=== block 1 ===
Block 1, clock distribution:
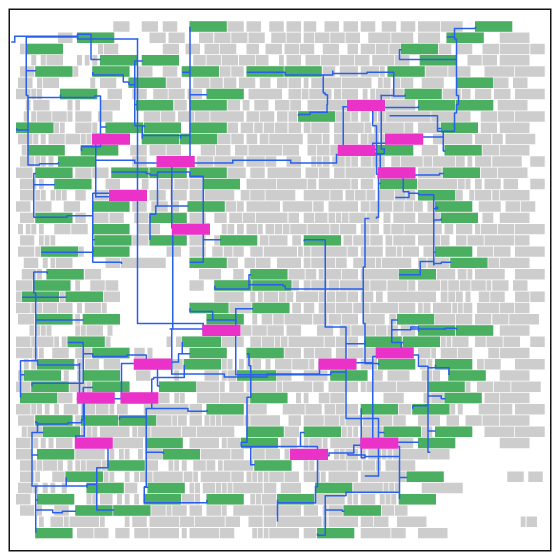

File: config.mk
export PLATFORM = sky130hd
export DESIGN_NAME = mem_access_unit
export DESIGN_NICKNAME = d
export VERILOG_FILES = /design/src/rtl/mem_access_pkg.sv /design/src/rtl/byte_lane_unit.sv /design/src/rtl/mem_access_unit.sv
export SDC_FILE = /design/constraint.sdc
export NUM_CORES = 1
export LEC_CHECK = 0
export CAP_MARGIN = 20
export CORE_UTILIZATION = 40
export CTS_CLUSTER_SIZE = 8
export DETAILED_ROUTE_END_ITERATION = 10
export GPL_TIMING_DRIVEN = 0
export PLACE_DENSITY = 0.83
export SYNTH_ARGS = -nofsm -noshare
export SYNTH_HDL_FRONTEND = slang
export SYNTH_SLANG_ARGS = --single-unit
File: constraint.sdc
create_clock -name clk -period 1.9 [get_ports clk]
set_clock_uncertainty 0.05 [all_clocks]
set_input_delay 0.38 -clock clk [delete_from_list [all_inputs] [get_ports clk]]
set_output_delay 0.38 -clock clk [all_outputs]
set_load 0.1 [all_outputs]
File: src/rtl/mem_access_pkg.sv
// mem_access_pkg: access size codes and FSM state encoding shared by the memory access unit.
package mem_access_pkg;
  localparam logic [1:0] SZ_BYTE = 2'b00;
  localparam logic [1:0] SZ_HALF = 2'b01;
  localparam logic [1:0] SZ_WORD = 2'b10;
  typedef enum logic [2:0] {S_IDLE, S_LOAD, S_MERGE, S_WRITE, S_RESP} state_t;
endpackage

File: src/rtl/byte_lane_unit.sv
// byte_lane_unit: little-endian lane extract/extend for loads and lane merge for sub-word stores.
module byte_lane_unit (
  input  logic [31:0] word,
  input  logic [1:0]  lane,
  input  logic [1:0]  size,
  input  logic        sign_ext,
  input  logic [31:0] wdata,
  output logic [31:0] load_val,
  output logic [31:0] merged
);
  import mem_access_pkg::*;
  logic [4:0]  bsh, hsh;
  logic [7:0]  b;
  logic [15:0] h;
  always_comb begin
    bsh = {lane, 3'b000};
    hsh = {lane[1], 4'b0000};
    b = 8'(word >> bsh);
    h = 16'(word >> hsh);
    load_val = size == SZ_BYTE ? {{24{sign_ext & b[7]}}, b}
             : size == SZ_HALF ? {{16{sign_ext & h[15]}}, h} : word;
    merged = size == SZ_BYTE ? (word & ~(32'h0000_00ff << bsh)) | (32'(wdata[7:0]) << bsh)
           : size == SZ_HALF ? (word & ~(32'h0000_ffff << hsh)) | (32'(wdata[15:0]) << hsh) : wdata;
  end
endmodule

File: src/rtl/mem_access_unit.sv
// mem_access_unit: CPU-side word-memory initiator with read-modify-write sub-word stores.
// Define MEM_MISALIGN_EXC_EN to trap misaligned half/word accesses instead of ignoring low address bits.
module mem_access_unit import mem_access_pkg::*; #(
  parameter int ADDR_W = 32
) (
  input  logic              clk,
  input  logic              reset,
  input  logic              req_valid,
  output logic              req_ready,
  input  logic              req_we,
  input  logic [1:0]        req_size,
  input  logic              req_signed,
  input  logic [ADDR_W-1:0] req_addr,
  input  logic [31:0]       req_wdata,
  input  logic [31:0]       req_pc,
  output logic              resp_valid,
  output logic [31:0]       resp_rdata,
  output logic              exc_misalign,
  output logic [ADDR_W-1:0] mem_addr,
  output logic              mem_we,
  output logic [31:0]       mem_wdata,
  input  logic [31:0]       mem_rdata,
  output logic [31:0]       mem_pc
);
  state_t state, nxt;
  logic [1:0] size_q;
  logic sgn_q, exc_q, mis, is_sub, accept;
  logic [ADDR_W-1:0] addr_q;
  logic [31:0] data_q, rdata_q, pc_q, load_val, merged;
`ifdef MEM_MISALIGN_EXC_EN
  assign mis = (req_size == SZ_HALF && req_addr[0]) || (req_size[1] && req_addr[1:0] != 2'b00);
`else
  assign mis = 1'b0;
`endif
  assign is_sub = req_size == SZ_BYTE || req_size == SZ_HALF;
  assign accept = req_valid && req_ready;
  assign req_ready = state == S_IDLE;
  assign resp_valid = state == S_RESP;
  assign resp_rdata = rdata_q;
  assign exc_misalign = resp_valid && exc_q;
  assign mem_we = state == S_WRITE;
  assign mem_addr = (state == S_LOAD || state == S_MERGE || state == S_WRITE) ? {addr_q[ADDR_W-1:2], 2'b00} : '0;
  assign mem_wdata = mem_we ? data_q : '0;
  assign mem_pc = pc_q;
  always_comb begin
    nxt = state == S_IDLE ? (!req_valid ? S_IDLE : mis ? S_RESP : !req_we ? S_LOAD : is_sub ? S_MERGE : S_WRITE)
        : state == S_MERGE ? S_WRITE
        : (state == S_LOAD || state == S_WRITE) ? S_RESP : S_IDLE;
  end
  // data_q holds the raw store data until MERGE replaces it with the merged word
  byte_lane_unit u_lane (
    .word(mem_rdata),
    .lane(addr_q[1:0]),
    .size(size_q),
    .sign_ext(sgn_q),
    .wdata(data_q),
    .load_val(load_val),
    .merged(merged)
  );
  always_ff @(posedge clk or negedge reset) begin
    if (!reset) begin
      state <= S_IDLE;
      size_q <= '0;
      sgn_q <= 1'b0;
      exc_q <= 1'b0;
      addr_q <= '0;
      data_q <= '0;
      rdata_q <= '0;
      pc_q <= '0;
    end else begin
      state <= nxt;
      if (accept) begin
        size_q <= req_size;
        sgn_q <= req_signed;
        exc_q <= mis;
        addr_q <= req_addr;
        data_q <= req_wdata;
        rdata_q <= '0;
        pc_q <= req_pc;
      end
      if (state == S_LOAD) rdata_q <= load_val;
      if (state == S_MERGE) data_q <= merged;
    end
  end
endmodule
=== block 2 ===
--- src/rtl/multi_alarm_fsm.sv ---
// -----------------------------------------------------------------------------
// multi_alarm_fsm
//
// Multi-channel alarm controller. Each enabled channel fires once when
// current_time first equals its alarm time. Fired channels wait in a pending
// set and are serviced one event at a time, lowest index first, by a
// ring/snooze FSM with a snooze limit and a ring timeout. A channel left
// ringing until the timeout gets its sticky missed flag set.
//
// Ports:
//   clk          - single clock, all state updates on the rising edge
//   rst_n        - asynchronous active-low reset
//   current_time - time value from the timekeeper
//   alarm_time   - packed alarm times, channel i at [i*TIME_W +: TIME_W]
//   alarm_enable - per-channel enable
//   snooze       - level, sampled every cycle while ringing
//   dismiss      - level, sampled every cycle while ringing or snoozed
//   missed_clr   - clears every missed flag
//   alarm_ring   - buzzer drive, high while RINGING
//   ring_id      - channel currently ringing/snoozed (holds in IDLE)
//   snooze_cnt   - snoozes used in the current ring event
//   missed       - sticky per-channel "timed out unanswered" flags
// -----------------------------------------------------------------------------
module multi_alarm_fsm #(
  parameter int N_ALARMS     = 4,
  parameter int TIME_W       = 8,
  parameter int SNOOZE_CYC   = 5,
  parameter int MAX_SNOOZE   = 3,
  parameter int RING_TIMEOUT = 16
) (
  input  logic                                              clk,
  input  logic                                              rst_n,
  input  logic [TIME_W-1:0]                                 current_time,
  input  logic [N_ALARMS*TIME_W-1:0]                        alarm_time,
  input  logic [N_ALARMS-1:0]                               alarm_enable,
  input  logic                                              snooze,
  input  logic                                              dismiss,
  input  logic                                              missed_clr,
  output logic                                              alarm_ring,
  output logic [(N_ALARMS > 1 ? $clog2(N_ALARMS) : 1)-1:0]  ring_id,
  output logic [(MAX_SNOOZE > 0 ? $clog2(MAX_SNOOZE+1) : 1)-1:0] snooze_cnt,
  output logic [N_ALARMS-1:0]                               missed
);

  localparam int ID_W    = (N_ALARMS > 1) ? $clog2(N_ALARMS) : 1;
  localparam int SC_W    = (MAX_SNOOZE > 0) ? $clog2(MAX_SNOOZE + 1) : 1;
  localparam int TMR_MAX = (RING_TIMEOUT > SNOOZE_CYC) ? RING_TIMEOUT : SNOOZE_CYC;
  localparam int TMR_W   = $clog2(TMR_MAX);

  typedef enum logic [1:0] {
    IDLE    = 2'd0,
    RINGING = 2'd1,
    SNOOZE  = 2'd2
  } state_t;

  state_t              state_q, state_d;
  logic [TMR_W-1:0]    timer_q, timer_d;
  logic [ID_W-1:0]     ring_id_q, ring_id_d;
  logic [SC_W-1:0]     snooze_cnt_q, snooze_cnt_d;
  logic [N_ALARMS-1:0] missed_q, missed_d;
  logic [N_ALARMS-1:0] pending_q, pending_d;
  logic [N_ALARMS-1:0] match_q;

  logic [N_ALARMS-1:0] raw_match;
  logic [N_ALARMS-1:0] rise;
  logic [N_ALARMS-1:0] candidates;
  logic [ID_W-1:0]     low_idx;
  logic [N_ALARMS-1:0] clear_sel;
  logic [N_ALARMS-1:0] missed_set;
  logic                abort;

  // Match detection and lowest-index selection among waiting channels.
  always_comb begin
    raw_match = '0;
    for (int i = 0; i < N_ALARMS; i++) begin
      raw_match[i] = alarm_enable[i] &&
                     (current_time == alarm_time[i*TIME_W +: TIME_W]);
    end
    rise       = raw_match & ~match_q;
    candidates = pending_q | rise;
    // Scan downward so the last hit written is the lowest set index.
    low_idx = '0;
    for (int i = N_ALARMS - 1; i >= 0; i--) begin
      if (candidates[i]) low_idx = ID_W'(i);
    end
  end

  assign abort = dismiss || !alarm_enable[ring_id_q];

  // Next-state logic.
  // NOTE: every variable driven here gets a default first, so no path can
  // leave one unassigned and infer a latch.
  always_comb begin
    state_d      = state_q;
    timer_d      = timer_q;
    ring_id_d    = ring_id_q;
    snooze_cnt_d = snooze_cnt_q;
    clear_sel    = '0;
    missed_set   = '0;

    case (state_q)
      IDLE: begin
        if (|candidates) begin
          state_d             = RINGING;
          timer_d             = '0;
          ring_id_d           = low_idx;
          snooze_cnt_d        = '0;
          clear_sel[low_idx]  = 1'b1;
        end
      end

      RINGING: begin
        if (abort) begin
          state_d = IDLE;
          timer_d = '0;
        end else if (snooze && (snooze_cnt_q < SC_W'(MAX_SNOOZE))) begin
          state_d      = SNOOZE;
          timer_d      = '0;
          snooze_cnt_d = snooze_cnt_q + 1'b1;
        end else if (timer_q == TMR_W'(RING_TIMEOUT - 1)) begin
          state_d               = IDLE;
          timer_d               = '0;
          missed_set[ring_id_q] = 1'b1;
        end else begin
          timer_d = timer_q + 1'b1;
        end
      end

      SNOOZE: begin
        if (abort) begin
          state_d = IDLE;
          timer_d = '0;
        end else if (timer_q == TMR_W'(SNOOZE_CYC - 1)) begin
          state_d = RINGING;
          timer_d = '0;
        end else begin
          timer_d = timer_q + 1'b1;
        end
      end

      default: begin
        state_d = IDLE;
        timer_d = '0;
      end
    endcase

    // The channel being selected is cleared even if it rose this cycle (that
    // rise is the event being serviced); other channels' rises are kept.
    // Disabling a channel withdraws its queued event.
    pending_d = (pending_q | rise) & ~clear_sel & alarm_enable;
    // Set wins over a simultaneous clear.
    missed_d  = (missed_q & ~{N_ALARMS{missed_clr}}) | missed_set;
  end

  // NOTE: sequential state uses non-blocking assignments so every register
  // samples the pre-edge values regardless of statement order.
  always_ff @(posedge clk or negedge rst_n) begin
    if (!rst_n) begin
      state_q      <= IDLE;
      timer_q      <= '0;
      ring_id_q    <= '0;
      snooze_cnt_q <= '0;
      missed_q     <= '0;
      pending_q    <= '0;
      match_q      <= '0;
    end else begin
      state_q      <= state_d;
      timer_q      <= timer_d;
      ring_id_q    <= ring_id_d;
      snooze_cnt_q <= snooze_cnt_d;
      missed_q     <= missed_d;
      pending_q    <= pending_d;
      match_q      <= raw_match;
    end
  end

  // Outputs decode registered state only.
  assign alarm_ring = (state_q == RINGING);
  assign ring_id    = ring_id_q;
  assign snooze_cnt = snooze_cnt_q;
  assign missed     = missed_q;

endmodule

--- config.mk ---
export PLATFORM = sky130hd
export DESIGN_NAME = multi_alarm_fsm
export DESIGN_NICKNAME = d
export VERILOG_FILES = /design/src/rtl/multi_alarm_fsm.sv
export SDC_FILE = /design/constraint.sdc
export NUM_CORES = 1
export LEC_CHECK = 0
export CELL_PAD_IN_SITES_DETAIL_PLACEMENT = 0
export CELL_PAD_IN_SITES_GLOBAL_PLACEMENT = 1
export CORE_MARGIN = 2
export CORE_UTILIZATION = 47
export CTS_CLUSTER_DIAMETER = 30
export DETAILED_ROUTE_END_ITERATION = 16
export DONT_BUFFER_PORTS = 1
export GPL_TIMING_DRIVEN = 0
export HOLD_SLACK_MARGIN = 0.08
export PLACE_DENSITY = 0.82
export SLEW_MARGIN = 0
export SYNTH_ARGS = -nofsm -noshare
export SYNTH_HDL_FRONTEND = slang
export SYNTH_SLANG_ARGS = --single-unit
--- constraint.sdc ---
create_clock -name clk -period 2.1 [get_ports clk]
set_input_delay 0.63 -clock clk [delete_from_list [all_inputs] [get_ports clk]]
set_output_delay 0.63 -clock clk [all_outputs]
set_load 0.02 [all_outputs]
=== block 3 ===
**config.mk**
```make
export PLATFORM = sky130hd
export DESIGN_NAME = io_handshake_unit
export DESIGN_NICKNAME = d
export VERILOG_FILES = /design/src/rtl/io_handshake_unit_pkg.sv /design/src/rtl/io_handshake_unit_key_debouncer.sv /design/src/rtl/io_handshake_unit.sv
export SDC_FILE = /design/constraint.sdc
export NUM_CORES = 1
export LEC_CHECK = 0
export CORE_UTILIZATION = 60
export CTS_CLUSTER_DIAMETER = 120
export DETAILED_ROUTE_END_ITERATION = 16
export PLACE_DENSITY = 0.75
export SYNTH_ARGS = -nofsm -noshare
export SYNTH_HDL_FRONTEND = slang
export SYNTH_SLANG_ARGS = --single-unit
```
**constraint.sdc**
```tcl
create_clock -name clock -period 2.2 [get_ports clock]
set_input_delay 0.44 -clock clock [delete_from_list [all_inputs] [get_ports clock]]
set_output_delay 0.44 -clock clock [all_outputs]
set_load 0.01 [all_outputs]
```
**src/rtl/io_handshake_unit_pkg.sv**
```systemverilog
// Shared definitions for the I/O handshake unit: FSM encodings, key indices
// and default debounce timing.
package io_handshake_unit_pkg;

  typedef enum logic [1:0] {
    IO_IDLE         = 2'd0,
    IO_ARM          = 2'd1,
    IO_WAIT_PRESS   = 2'd2,
    IO_WAIT_RELEASE = 2'd3
  } io_state_t;

  localparam int DEFAULT_DEBOUNCE_CYCLES = 500000;
  localparam int DEFAULT_CNT_W           = 20;

  localparam int KEY_CONFIRM  = 0;
  localparam int KEY_CONTINUE = 1;
  localparam int NUM_KEYS     = 2;

endpackage

```
**src/rtl/io_handshake_unit_key_debouncer.sv**
```systemverilog
// One board key: 2-FF synchronizer, stable-count debouncer and a registered
// flag that marks the cycle the debounced level goes to pressed.
module key_debouncer
  import io_handshake_unit_pkg::*;
#(
  parameter int DEBOUNCE_CYCLES = DEFAULT_DEBOUNCE_CYCLES,
  parameter int CNT_W           = DEFAULT_CNT_W
) (
  input  logic clock,
  input  logic reset,
  input  logic raw_key,
  output logic pressed,
  output logic rise
);

  localparam logic [CNT_W-1:0] CNT_LAST = CNT_W'(DEBOUNCE_CYCLES - 1);

  logic             sync1_reg, sync2_reg;
  logic             pressed_sync;
  logic             level_reg, level_next;
  logic             rise_reg, rise_next;
  logic [CNT_W-1:0] cnt_reg, cnt_next;

  // Raw key is active-low; the synchronizer resets to the released level.
  assign pressed_sync = ~sync2_reg;

  always_ff @(posedge clock or negedge reset) begin
    if (!reset) begin
      sync1_reg <= 1'b1;
      sync2_reg <= 1'b1;
      level_reg <= 1'b0;
      rise_reg  <= 1'b0;
      cnt_reg   <= '0;
    end else begin
      sync1_reg <= raw_key;
      sync2_reg <= sync1_reg;
      level_reg <= level_next;
      rise_reg  <= rise_next;
      cnt_reg   <= cnt_next;
    end
  end

  always_comb begin
    level_next = level_reg;
    rise_next  = 1'b0;
    cnt_next   = cnt_reg;
    if (pressed_sync == level_reg) begin
      cnt_next = '0;
    end else if (cnt_reg == CNT_LAST) begin
      level_next = pressed_sync;
      rise_next  = pressed_sync;
      cnt_next   = '0;
    end else begin
      cnt_next = cnt_reg + CNT_W'(1);
    end
  end

  assign pressed = level_reg;
  assign rise    = rise_reg;

endmodule

```
**src/rtl/io_handshake_unit.sv**
```systemverilog
// Turns board push-buttons into single-cycle acknowledges for the control
// core, one per pending I/O request, with a release interlock between requests.
module io_handshake_unit
  import io_handshake_unit_pkg::*;
#(
  parameter int DEBOUNCE_CYCLES = DEFAULT_DEBOUNCE_CYCLES,
  parameter int CNT_W           = DEFAULT_CNT_W
) (
  input  logic       clock,
  input  logic       reset,
  input  logic       raw_confirm_key,
  input  logic       raw_continue_key,
  input  logic       is_input,
  input  logic       is_output,
  output logic       confirmation,
  output logic       continue_button,
  output logic       waiting,
  output logic [1:0] io_state
);

  logic [NUM_KEYS-1:0] raw_keys;
  logic [NUM_KEYS-1:0] key_pressed;
  logic [NUM_KEYS-1:0] key_rise;

  assign raw_keys[KEY_CONFIRM]  = raw_confirm_key;
  assign raw_keys[KEY_CONTINUE] = raw_continue_key;

  generate
    for (genvar gi = 0; gi < NUM_KEYS; gi++) begin : g_key
      key_debouncer #(
        .DEBOUNCE_CYCLES(DEBOUNCE_CYCLES),
        .CNT_W          (CNT_W)
      ) u_key_debouncer (
        .clock  (clock),
        .reset  (reset),
        .raw_key(raw_keys[gi]),
        .pressed(key_pressed[gi]),
        .rise   (key_rise[gi])
      );
    end
  endgenerate

  logic pause_req, conf_req, req;
  logic sel_pressed, press_evt;

  assign pause_req   = is_input & is_output;
  assign conf_req    = is_input ^ is_output;
  assign req         = pause_req | conf_req;
  // Key selection tracks the current request, so a type change retargets the key.
  assign sel_pressed = pause_req ? key_pressed[KEY_CONTINUE] : key_pressed[KEY_CONFIRM];
  assign press_evt   = pause_req ? key_rise[KEY_CONTINUE]    : key_rise[KEY_CONFIRM];

  io_state_t state_reg, state_next;
  logic      confirmation_reg, confirmation_next;
  logic      continue_reg, continue_next;

  always_ff @(posedge clock or negedge reset) begin
    if (!reset) begin
      state_reg        <= IO_IDLE;
      confirmation_reg <= 1'b0;
      continue_reg     <= 1'b0;
    end else begin
      state_reg        <= state_next;
      confirmation_reg <= confirmation_next;
      continue_reg     <= continue_next;
    end
  end

  always_comb begin
    state_next = state_reg;
    unique case (state_reg)
      IO_IDLE:         if (req) state_next = IO_ARM;
      // A key already held when the request arrives must be released first.
      IO_ARM:          state_next = sel_pressed ? IO_WAIT_RELEASE : IO_WAIT_PRESS;
      IO_WAIT_PRESS: begin
        if (!req)           state_next = IO_IDLE;
        else if (press_evt) state_next = IO_WAIT_RELEASE;
      end
      IO_WAIT_RELEASE: if (!sel_pressed) state_next = IO_IDLE;
      default:         state_next = IO_IDLE;
    endcase
  end

  always_comb begin
    confirmation_next = 1'b0;
    continue_next     = 1'b0;
    if (state_reg == IO_WAIT_PRESS && req && press_evt) begin
      confirmation_next = conf_req;
      continue_next     = pause_req;
    end
  end

  assign confirmation    = confirmation_reg;
  assign continue_button = continue_reg;
  assign waiting         = ((state_reg == IO_ARM) | (state_reg == IO_WAIT_PRESS)) & req;
  assign io_state        = state_reg;

endmodule

```
Block 2, cell placement:
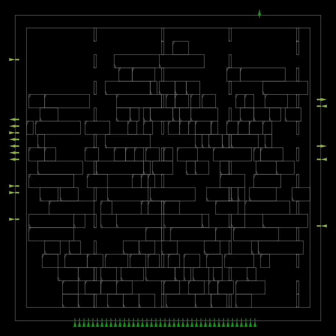
core area: 3310 um2
well tap count: 46
Row Count: 21
Post-Route Utilization: 52.9%

==> qor.yml, block 2 <==
cells_and_area:
  drive_gt1_share_pct: 17.4
  nMultiInputCombCells: 120
  largest_cell_class: "combinational gates"
  stdcell_count: 207
  logic_area_um2: 1030
  flop-count: 22
  design_area_um2: 1750
  comb_share_pct: 58.7
  seq_area_um2: 552
clock_network:
  clkLatencyLatePin_ns: 0.32
  cts_tree: "built"
  clockRootBuffer: "clkbuf_4"
  cts_hold_buffers: 1
placed_design:
  port_buffers: 0
  place_area_um2: 1690
  dp_cells: 201
final_timing:
  fin_crit_sh_pct: 94.6
  period_needed_ns: 1.99
  setup_viol: 0
synth:
  synth_area_um2: 1610
  async_reset_ff_share_pct: 100
  edf_count: 0
  netlist_instances: 155
  netlist_top_cells_area: "dfrtp_1, xor2_1, xnor2_1"
  synthTopCellsByCount: "dfrtp_1, xor2_1, inv_1, xnor2_1"
  yosysMostFrequentCell: "dfrtp_1"
  fa_ha_area_share_pct: 5.46
global_route:
  grt_pass1_wl_um: 6160
  gr-total-overflow: 0
  grt_max_degree: 23
  grt_pass1_vias: 1361
worst_setup_path:
  end_kind: "flop"
  path_depth: 6
  arrival_ns: 2.18
  required_ns: 2.30
  cp-startpoint: "ring_id[0]"
  crit_family: "multiplexers"
  r2r_setup_slack_ns: 0.11
flow_run:
  tool_warnings: 31
route:
  antenna_left: 0
  drt-vias-per-instance: 5.91
  wire_per_inst_um: 17.6
  top_layer: "met4"
run_status:
  status: "completed"
die:
  dieArea_um2: 3900
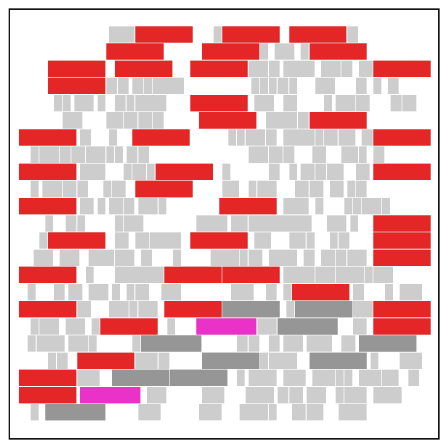
Block 3: sequential cells colored by netlist name
Other sequential cells in the stronger gray, the rest of the logic in the fainter gray.
Red stands for g_key.u_key_debouncer.cnt_reg, sequential cells 40, where widely spread. Magenta stands for g_key.u_key_debouncer.sync2_reg, sequential cells 2.
Another 10 sequential cells are not colored.

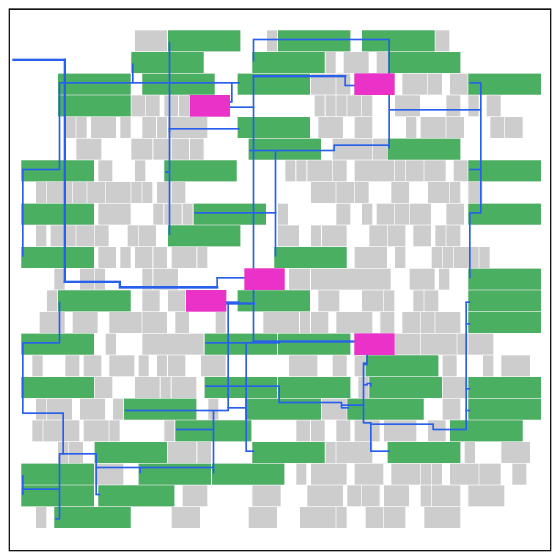
Block 3: clock distribution
Magenta stands for clock drivers, count 5. Green stands for flip-flops, count 52. Blue stands for clock wires, length 555 um.
There are 6 routed clock nets. Position of the flops: widely spread.

==> qor.yml, block 3 <==
run_status:
  status: "completed"
synth:
  async_reset_ff_share_pct: 100
  netlist_instances: 256
  ys_area_um2: 2600
  aoi_share_pct: 5.39
  synth-xor-area-share_pct: 10.5
  top_logic_kind: "simple AND/OR/NAND/NOR gates"
  top_area_share_pct: 46.2
  mux_area_share_pct: 1.59
  synth.yosys.warnings: 0
  synth_area_um2: 2600
  post-synth-top-area-cell: "dfrtp_1"
  ys_ff: 52
worst_setup_path:
  path_depth: 5
  required_ns: 1.76
  cp-startpoint: "is_input"
  r2r_setup_slack_ns: 0.25
  crit_path_max_fanout: 2
  crit_family: "buffers and inverters"
  end_kind: "primary output"
  reg2reg_to: "g_key[0].u_key_debouncer.cnt_reg[18]"
global_route:
  grt_max_degree: 19
  antenna_found_initial: 0
  gr-usage-met3_pct: 5.41
  grtUsageMet2_pct: 39.6
  grt_pass1_vias: 1818
final_timing:
  hold_violations: 0
  setup_viol: 0
  tightestPinTransition_ns: 0.428
  worst_slack_ns: 0.225
  period_needed_ns: 1.98
  fmax_mhz: 506
route:
  drc_errors: 0
  wire_per_inst_um: 14.1
  firstDrtPassIters: 4
  num_vias: 1875
  top_layer: "met4"
cells_and_area:
  logic_area_um2: 1210
  syn_to_final_growth_pct: 10.8
  nonClkBufAreaFrac_pct: 5.08
  fillers: 314
  final_cell_mix: "dfrtp_1, nor2_1, xnor2_1, nand2_1, inv_1"
  inv_count: 13
  seq_area_um2: 1310
  final_common_cell: "dfrtp_1"
  stdcell_count: 326
  seq_area_share_pct: 45.4
die:
  dieArea_um2: 4600
flow_run:
  drv_cap: 0
clock_network:
  cts.reportedPaths.clkPinSlew_ns: 0.09
  clk_path_buf_depth: 2
hold_path:
  min_path_type: "in -> async"
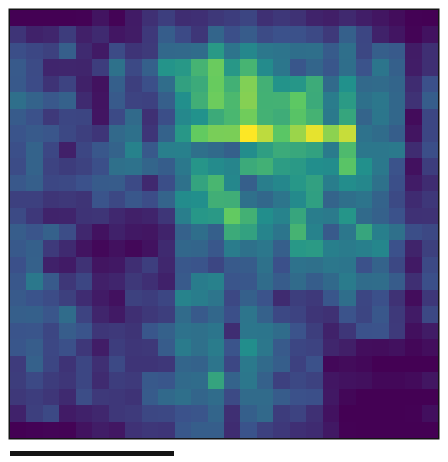
Block 1: wire density map
Scale bar: 50 um. 26 x 26 tiles, from dark purple (low) to yellow (high), scaled to the fullest tile. Values are wire area over tile area, all layers added.
The mean over all tiles is 0.34. 11% of the tiles are over half the peak. 5.2% of the tiles are nearly empty.

About 'clock distribution' of block 1:
Magenta stands for clock drivers, count 17. Blue stands for clock wires, length 1900 um. Green stands for flip-flops, count 134.
Position of the flops: widely spread. There are 18 routed clock nets.

==> qor.yml, block 1 <==
run_status:
  status: "finished, violations left"
  violations: "negative setup slack"
final_timing:
  setup_viol: 152
  worst_slack_ns: -0.491
synth:
  top_area_share_pct: 50.8
  ys_cells: 724
  ys_area_um2: 6600
  netlist_instances: 724
  ys_seq_share_pct: 50.8
die:
  num_io_pins: 267
  fp.dieH_um: 130
worst_setup_path:
  r2r_setup_slack_ns: -0.49
  reg2reg_depth: 5
  end_kind: "flop"
placed_design:
  place.gp.congestion: 0.912
  dp_cells: 1206
  port_buffers: 263
clock_network:
  cts.reportedPaths.clkPinSlew_ns: 0.06
  numCtsBuffers: 17
cells_and_area:
  n_antenna_cell: 2
  comb_share_pct: 30.0
  inv_count: 10
route:
  wl_met3_um: 3630
  num_vias: 7837
  firstDrtPassIters: 6
global_route:
  gr-usage-met3_pct: 9.16

